=== design 1 ===
$ cat config.mk
export PLATFORM = sky130hd
export DESIGN_NAME = led_sequencer_ctrl
export DESIGN_NICKNAME = d
export VERILOG_FILES = /design/src/rtl/led_sequencer_ctrl.sv
export SDC_FILE = /design/constraint.sdc
export NUM_CORES = 1
export LEC_CHECK = 0
export ABC_CLOCK_PERIOD_IN_PS = 1850
export CORE_MARGIN = 2
export CORE_UTILIZATION = 44
export CTS_BUF_LIST = sky130_fd_sc_hd__clkbuf_16
export CTS_CLUSTER_SIZE = 14
export DETAILED_ROUTE_END_ITERATION = 7
export HOLD_SLACK_MARGIN = 0.08
export PLACE_DENSITY = 0.69
export SLEW_MARGIN = 10
export SYNTH_ARGS = -nofsm -noshare
export SYNTH_HDL_FRONTEND = slang
export SYNTH_SLANG_ARGS = --single-unit
export TNS_END_PERCENT = 1
$ cat constraint.sdc
create_clock -name clock -period 1.85 [get_ports clock]
set_input_delay 0.37 -clock clock [delete_from_list [all_inputs] [get_ports clock]]
set_output_delay 0.37 -clock clock [all_outputs]
set_load 0.01 [all_outputs]
$ cat src/rtl/led_sequencer_ctrl.sv
// Running-light LED chase controller driven by one-cycle button pulses (start/pause, direction, stop).
// Optional ping-pong mode: define LED_SEQUENCER_BOUNCE_EN; default build wraps around at the ends.
module led_sequencer_ctrl #(
  parameter int NUM_LEDS    = 3,
  parameter int STEP_CYCLES = 5000000
) (
  input  logic                clock,
  input  logic                reset_s2_n,
  input  logic                start_pressed,
  input  logic                dir_pressed,
  input  logic                stop_pressed,
  output logic [NUM_LEDS-1:0] led,
  output logic                running,
  output logic                step,
  output logic                dir_down
);

  localparam int PRE_W = (STEP_CYCLES > 1) ? $clog2(STEP_CYCLES) : 1;
  localparam int POS_W = (NUM_LEDS > 1) ? $clog2(NUM_LEDS) : 1;
  localparam logic [PRE_W-1:0] PRE_LAST = PRE_W'(STEP_CYCLES - 1);
  localparam logic [POS_W-1:0] POS_LAST = POS_W'(NUM_LEDS - 1);

  typedef enum logic [1:0] {
    S_IDLE  = 2'd0,
    S_RUN   = 2'd1,
    S_PAUSE = 2'd2
  } state_t;

  state_t              state_q, state_d;
  logic [POS_W-1:0]    pos_q, pos_d;
  logic [PRE_W-1:0]    pre_q, pre_d;
  logic                dir_q, dir_d;
  logic [NUM_LEDS-1:0] led_q, led_d;
  logic                step_q, step_d;
  logic                running_q, running_d;

  // Position/direction that an advance from the current position would produce.
  logic [POS_W-1:0]    adv_pos;
  logic                adv_dir;

  always_comb begin
    adv_pos = pos_q;
    adv_dir = dir_q;
    if (NUM_LEDS > 1) begin
`ifdef LED_SEQUENCER_BOUNCE_EN
      if (!dir_q) begin
        if (pos_q == POS_LAST) begin
          adv_pos = pos_q - POS_W'(1);
          adv_dir = 1'b1;
        end else begin
          adv_pos = pos_q + POS_W'(1);
        end
      end else begin
        if (pos_q == '0) begin
          adv_pos = POS_W'(1);
          adv_dir = 1'b0;
        end else begin
          adv_pos = pos_q - POS_W'(1);
        end
      end
`else
      if (!dir_q) begin
        adv_pos = (pos_q == POS_LAST) ? '0 : pos_q + POS_W'(1);
      end else begin
        adv_pos = (pos_q == '0) ? POS_LAST : pos_q - POS_W'(1);
      end
`endif
    end
  end

  // Priority in every state: stop over start over counting; dir toggles alongside any of them.
  always_comb begin
    state_d = state_q;
    pos_d   = pos_q;
    pre_d   = pre_q;
    dir_d   = dir_q ^ dir_pressed;
    step_d  = 1'b0;

    unique case (state_q)
      S_IDLE: begin
        if (!stop_pressed && start_pressed) begin
          state_d = S_RUN;
          pos_d   = '0;
          pre_d   = '0;
        end
      end
      S_RUN: begin
        if (stop_pressed) begin
          state_d = S_IDLE;
          pos_d   = '0;
          pre_d   = '0;
        end else if (start_pressed) begin
          state_d = S_PAUSE;
        end else if (pre_q == PRE_LAST) begin
          pre_d  = '0;
          pos_d  = adv_pos;
          dir_d  = adv_dir ^ dir_pressed;
          step_d = 1'b1;
        end else begin
          pre_d = pre_q + PRE_W'(1);
        end
      end
      S_PAUSE: begin
        if (stop_pressed) begin
          state_d = S_IDLE;
          pos_d   = '0;
          pre_d   = '0;
        end else if (start_pressed) begin
          state_d = S_RUN;
        end
      end
      default: begin
        state_d = S_IDLE;
        pos_d   = '0;
        pre_d   = '0;
      end
    endcase

    led_d = '0;
    if (state_d != S_IDLE) begin
      led_d = NUM_LEDS'(1) << pos_d;
    end
    running_d = (state_d == S_RUN);
  end

  always_ff @(posedge clock or negedge reset_s2_n) begin
    if (!reset_s2_n) begin
      state_q   <= S_IDLE;
      pos_q     <= '0;
      pre_q     <= '0;
      dir_q     <= 1'b0;
      led_q     <= '0;
      step_q    <= 1'b0;
      running_q <= 1'b0;
    end else begin
      state_q   <= state_d;
      pos_q     <= pos_d;
      pre_q     <= pre_d;
      dir_q     <= dir_d;
      led_q     <= led_d;
      step_q    <= step_d;
      running_q <= running_d;
    end
  end

  assign led      = led_q;
  assign running  = running_q;
  assign step     = step_q;
  assign dir_down = dir_q;

endmodule
### Drive-strength map, design 1

The bar under the picture is 20 µm long.
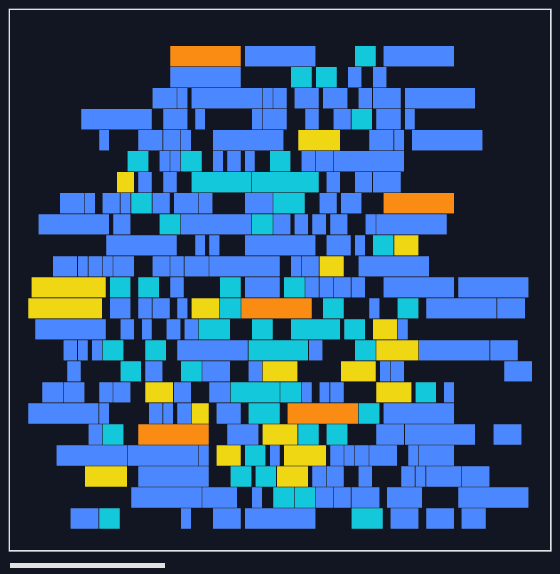
size	color	cells
drive 6 and up	orange	5
drive 2	yellow	19
drive 1 or less	blue	172
drive 3 to 4	cyan	46

### Placed cells, one color a class, design 1

The bar under the picture is 20 µm long.
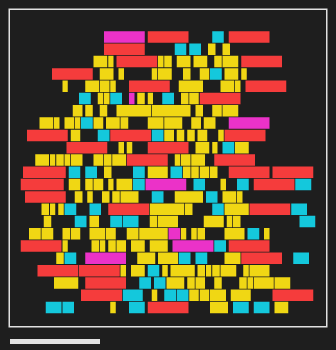
class	color	cells	share of their area
other buffers and delay cells	cyan	46	15%
clock drivers and dummy loads	magenta	7	5.6%
all other logic	yellow	156	45%
flip-flops	red	33	34%

==> summary.txt <==
Entry: Yosys synthesis followed by OpenROAD place and route.

Outcome:
- The run finished with clean final reports.

Placement:
- The run gives the post-detailed-placement cell area as 2306 µm².
- At the placement stage, the worst setup path has a slack of -0.3450 ns.
- Once placement completed, the tool counted placed cells totaling 284.
- The run gives the final weighted congestion of routability-driven global placement as 0.8253.
- The run puts the post-detailed-placement half-perimeter wirelength at 2945 µm.

Setup path:
- The number of buffers and inverters on the critical path is 0.
- The worst setup path is launched from a flip-flop.

Global route:
- Global route summary, busiest routing layer listed as met2.
- The run gives the overall routing resource usage as 18.71%.
- The first global-routing pass estimated 7107 µm of wire.
- The run puts the number of antenna violations at the first check in global routing at 0.

Finish:
- The run gives the top logic cell by instance count in the layout as sky130_fd_sc_hd__buf_4.
- The run gives the antenna diode count as 0.
- Sequential cells make up 33.07% of the cell area.
- Summing all flip-flop and latch instances after layout gives 828.3 µm².
- Once layout is complete, the utilization of the core stands at 61.30%.
- The run gives the multi-input gate share of the layout cell area as 42.91%.
- The run gives the area of combinational cells with multiple inputs as 1075 µm².
- The largest register by flop count is pre_q.
- The run gives the final cell count without fillers as 292.
- The run puts the number of fill cells in the layout at 353.
- The run gives the non-clock buffer total of the final layout as 46.
- The run puts the sequential cell count at 33.
- In the final layout, the share of cells above drive strength 1 is 28.93%.

Timing:
- At the pin with the least slew margin, the transition time is 0.4214 ns.
- The run gives the worst hold-check slack as 0.4907 ns.
- The run puts the final count of negative-setup-slack endpoints at 0.
- The run puts the final total negative setup slack at 0 ns.
- Setup repair after global routing could not meet its margin everywhere.
- The run puts the final period demand of the worst path at 1.808 ns.

Synthesis:
- By area the synthesized netlist is led by sky130_fd_sc_hd__dfrtp_1, sky130_fd_sc_hd__nor2_1, sky130_fd_sc_hd__xor2_1, sky130_fd_sc_hd__nand3_1, sky130_fd_sc_hd__ha_1.
- The run gives the post-synthesis register bit count as 33.
- The run puts the portion of synthesized cell area occupied by the leading cell type at 43.22%.
- The run puts the post-synthesis share of cell area spent on and-or and or-and gates at 11.92%.
- The run gives the area share of fa/ha/maj cells after synthesis as 2.620%.
- The run gives the simple-gate portion of the synthesized area as 29.93%.
- For reference, the mux area share after synthesis is 3.209%.
- The run puts the number of warnings printed during yosys synthesis at 0.
- By area, the combinational part of the netlist is dominated by simple AND/OR/NAND/NOR gates.

Power:
- The run gives the power drawn by the combinational cells as 0.275 mW.
- The run gives the clock network power as 0.778 mW.
- The completed layout was analyzed and its total power is 1.821 mW.
- Sequential cells burn 42.2% of the power.

Floorplan:
- The run puts the total number of placement rows at 23.
- The run puts the die width at 69.90 µm.
- The run puts the tap cell count at 50.

CTS:
- The run puts the CTS H-tree depth at 2.
- The run gives the total of cells resized after clock tree synthesis as 1.
- The run gives the clock input transition at the sequential cells of the worst setup and hold paths as 0.05 ns.
- The run gives the master cell of the clock root buffer as sky130_fd_sc_hd__clkbuf_16.

Routing:
- The run puts the via density per instance at 5.346.
- The run puts the DRC violation total after the first TritonRoute iteration at 66.
- The run puts the mean routed wirelength per cell at 14.36 µm.
- The run gives the first-pass iteration count of the detailed router as 4.
- The run gives the number of remaining DRC errors as 0.
- The final route contains 1561 vias.

=== design 2 ===
### Placed cells, one color a class, design 2

The bar under the picture is 20 µm long.
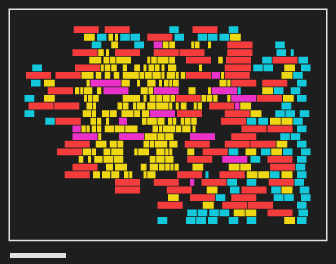
### Clock wiring as the flow saved it, design 2

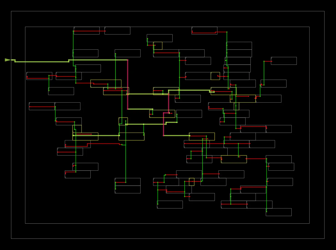
===== src/rtl/i2c_config_seq.sv =====
// i2c_config_seq: power-up I2C register-initialisation sequencer driven by an external LUT
// Ports: clk/reset (async active-low), restart pulse; lut_addr/lut_data LUT fetch;
// i2c_data/i2c_go/i2c_done/i2c_ack_err engine handshake; busy/config_done/config_err/err_index status.
module i2c_config_seq #(
    parameter int LUT_SIZE   = 16,
    parameter int LUT_AW     = 8,
    parameter int PWR_DELAY  = 1000,
    parameter int GAP_CYCLES = 32,
    parameter int MAX_RETRY  = 3
) (
    input  logic              clk,
    input  logic              reset,
    input  logic              restart,
    output logic [LUT_AW-1:0] lut_addr,
    input  logic [23:0]       lut_data,
    output logic [23:0]       i2c_data,
    output logic              i2c_go,
    input  logic              i2c_done,
    input  logic              i2c_ack_err,
    output logic              busy,
    output logic              config_done,
    output logic              config_err,
    output logic [LUT_AW-1:0] err_index
);
    localparam int CMAX = PWR_DELAY > GAP_CYCLES ? PWR_DELAY : GAP_CYCLES;
    localparam int CW   = $clog2(CMAX + 1) < 1 ? 1 : $clog2(CMAX + 1);
    localparam int RW   = $clog2(MAX_RETRY + 1) < 1 ? 1 : $clog2(MAX_RETRY + 1);

    typedef enum logic [2:0] {PWR_WAIT, FETCH, ISSUE, WAIT_DONE, GAP, DONE, FAIL} state_t;

    state_t            state_q, state_d;
    logic [CW-1:0]     cnt_q, cnt_d;
    logic [LUT_AW-1:0] idx_q, idx_d, err_index_q, err_index_d;
    logic [RW-1:0]     retry_q, retry_d;
    logic              retrying_q, retrying_d;
    logic [23:0]       data_q, data_d;
    logic              go_q, go_d, busy_q, busy_d, done_q, done_d, err_q, err_d;
    logic              cnt_last;

    // one shared counter times both the power-up wait and the inter-transaction gap
    assign cnt_last = int'(cnt_q) + 1 >= (state_q == PWR_WAIT ? PWR_DELAY : GAP_CYCLES);

    always_comb begin
        state_d     = state_q;
        cnt_d       = cnt_q;
        idx_d       = idx_q;
        retry_d     = retry_q;
        retrying_d  = retrying_q;
        data_d      = data_q;
        go_d        = 1'b0;
        done_d      = done_q;
        err_d       = err_q;
        err_index_d = err_index_q;
        case (state_q)
            PWR_WAIT: begin
                state_d = cnt_last ? FETCH : PWR_WAIT;
                cnt_d   = cnt_last ? '0 : cnt_q + 1'b1;
            end
            FETCH: state_d = ISSUE;
            ISSUE: begin
                data_d  = lut_data;
                go_d    = 1'b1;
                state_d = WAIT_DONE;
            end
            WAIT_DONE: begin
                if (i2c_done) begin
                    cnt_d = '0;
                    if (!i2c_ack_err) begin
                        state_d    = GAP;
                        retrying_d = 1'b0;
                    end else if (int'(retry_q) < MAX_RETRY) begin
                        state_d    = GAP;
                        retry_d    = retry_q + 1'b1;
                        retrying_d = 1'b1;
                    end else begin
                        state_d     = FAIL;
                        err_d       = 1'b1;
                        err_index_d = idx_q;
                    end
                end
            end
            GAP: begin
                cnt_d = cnt_last ? '0 : cnt_q + 1'b1;
                if (cnt_last) begin
                    if (retrying_q) begin
                        state_d    = ISSUE;
                        retrying_d = 1'b0;
                    end else if (int'(idx_q) == LUT_SIZE - 1) begin
                        state_d = DONE;
                        done_d  = 1'b1;
                    end else begin
                        state_d = FETCH;
                        idx_d   = idx_q + 1'b1;
                        retry_d = '0;
                    end
                end
            end
            DONE, FAIL: begin
                if (restart) begin
                    state_d    = PWR_WAIT;
                    cnt_d      = '0;
                    idx_d      = '0;
                    retry_d    = '0;
                    retrying_d = 1'b0;
                    done_d     = 1'b0;
                    err_d      = 1'b0;
                end
            end
            default: state_d = PWR_WAIT;
        endcase
    end

    assign busy_d = !(state_d == DONE || state_d == FAIL);

    always_ff @(posedge clk or negedge reset) begin
        if (!reset) begin
            state_q     <= PWR_WAIT;
            cnt_q       <= '0;
            idx_q       <= '0;
            retry_q     <= '0;
            retrying_q  <= 1'b0;
            data_q      <= '0;
            go_q        <= 1'b0;
            busy_q      <= 1'b1;
            done_q      <= 1'b0;
            err_q       <= 1'b0;
            err_index_q <= '0;
        end else begin
            state_q     <= state_d;
            cnt_q       <= cnt_d;
            idx_q       <= idx_d;
            retry_q     <= retry_d;
            retrying_q  <= retrying_d;
            data_q      <= data_d;
            go_q        <= go_d;
            busy_q      <= busy_d;
            done_q      <= done_d;
            err_q       <= err_d;
            err_index_q <= err_index_d;
        end
    end

    assign lut_addr    = idx_q;
    assign i2c_data    = data_q;
    assign i2c_go      = go_q;
    assign busy        = busy_q;
    assign config_done = done_q;
    assign config_err  = err_q;
    assign err_index   = err_index_q;
endmodule

===== config.mk =====
export PLATFORM = sky130hd
export DESIGN_NAME = i2c_config_seq
export DESIGN_NICKNAME = d
export VERILOG_FILES = /design/src/rtl/i2c_config_seq.sv
export SDC_FILE = /design/constraint.sdc
export NUM_CORES = 1
export LEC_CHECK = 0
export ABC_CLOCK_PERIOD_IN_PS = 3800
export CORE_ASPECT_RATIO = 0.7
export CORE_MARGIN = 5
export CORE_UTILIZATION = 40
export CTS_BUF_LIST = sky130_fd_sc_hd__clkbuf_16
export CTS_CLUSTER_DIAMETER = 40
export DETAILED_ROUTE_END_ITERATION = 8
export PLACE_DENSITY = 0.68
export RECOVER_POWER = 50
export SYNTH_ARGS = -nofsm -noshare
export SYNTH_HDL_FRONTEND = slang
export SYNTH_SLANG_ARGS = --single-unit

===== constraint.sdc =====
create_clock -name clk -period 3.8 [get_ports clk]
set_input_delay 0.38 -clock clk [delete_from_list [all_inputs] [get_ports clk]]
set_output_delay 0.38 -clock clk [all_outputs]
set_load 0.05 [all_outputs]

==> summary.txt <==
Entry: Yosys synthesis followed by OpenROAD place and route.

Outcome:
- The run finished, with violations left.
- The checks that failed: capacitance limit, slew limit.

CTS:
- Once the clock tree was built, the resizer swapped 0 gates to a different size.
- The run gives the number of hold buffers added after cts as 0.
- The run puts the total setup buffers inserted after CTS at 0.

Global route:
- The run gives the overall routing resource usage as 15.23%.
- The global routing report lists met1 layer usage as 22.37%.
- The number of global-route vias before repair was 2222.

Timing:
- The run gives the least setup slack across all paths after layout as 0.6352 ns.
- The run gives the final total negative setup slack as 0 ns.
- Per the final report, max-transition violations number 37.

Synthesis:
- The run gives the multiplexer fraction of the synthesized cell area as 11.60%.
- Summing the sequential cell areas from Yosys gives 51.02% of the chip area.
- The run gives the yosys stat cell total as 259.

Power:
- The run gives the combinational share of power as 51.9%.
- The leakage power in the latest report is 1.765 nW.
- The analysis reports a worst IR drop on VDD of 0.0004326 V.

Finish:
- The run gives the register area as 1503 µm².
- The run gives the area of combinational cells with multiple inputs as 1350 µm².
- According to the finish report, the design has a final net count of 372.

Flow run:
- The run reported a max-capacitance violation count of 1.

Hold path:
- STA reports the tightest min-delay check as being of type in -> async.

Placement:
- The run puts the setup slack after placement at 0.6482 ns.
- The run gives the port buffer count as 72.

Setup path:
- In this run the critical path is formed by and4_4 -> nand4_1 -> nor2_1 -> xor2_1 -> ha_1 -> nand4_1 -> a31oi_1 -> o211ai_2 -> a211o_4 -> a21oi_4 -> mux2_4.
- The run gives the capturing instance or port of the critical path as lut_addr[0].
- The run gives the startpoint type of the worst setup path as a flip-flop.

Routing:
- The run puts the DRC violation total after the first TritonRoute iteration at 120.

Floorplan:
- The run gives the chip height as 81.80 µm.
About 'Placed cells, one color a class' of design 2:
class	color	cells	share of their area
all other logic	yellow	190	35%
flip-flops	red	60	38%
clock drivers and dummy loads	magenta	16	7.7%
other buffers and delay cells	cyan	74	18%
Final Instance Area: 4035 µm²
core occupancy in the finished layout: 55.87%
cell row count: 26
Core Area: 7222 µm²

About 'Clock wiring as the flow saved it' of design 2:
number of flip-flops and latches: 60
number of buffers added by the clock tree synthesis step: 9
Worst Skew: 0.005967 ns
number of clock sinks: 60
count of clock-net buffers in the final layout: 9



==> gallery <==
Routed clock nets over the placement.
(a)
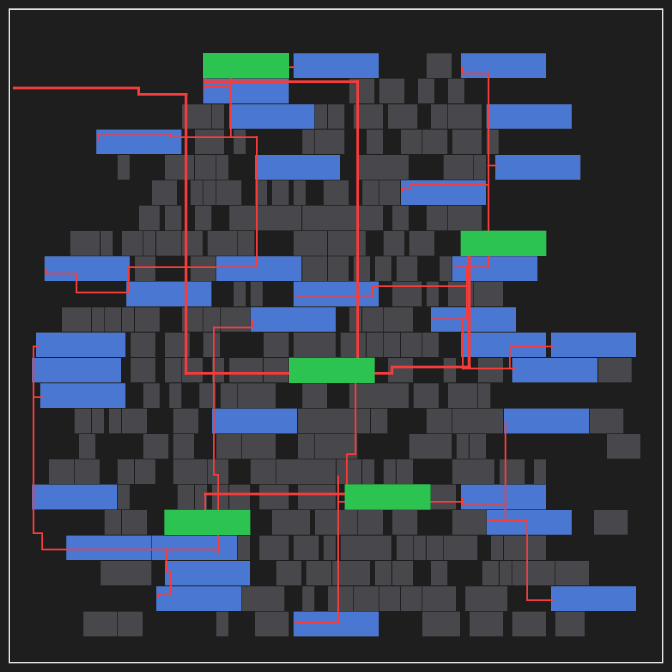
(b)
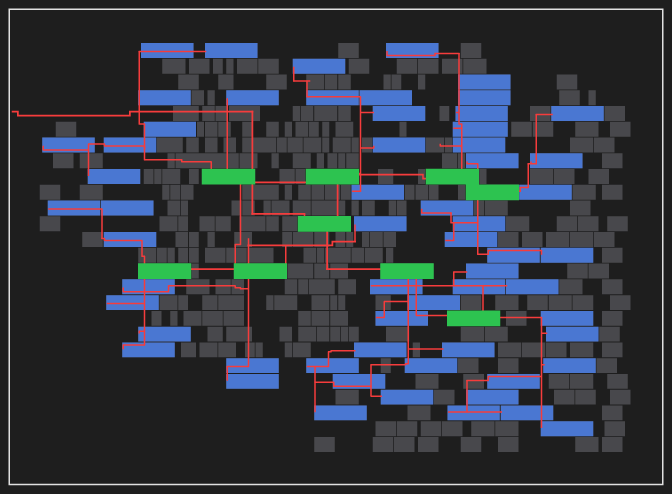
Design 2 is (b).
Design 1 is (a).
- most sequential cells: (b)

Key to (b):
[clock wires] red | length: 749 µm
[flip-flops] blue | count: 60
[cells driving clock nets] green | count: 9
routed clock nets	10
flops lie	spread over the die

Power is estimated from default activity; no workload was simulated.
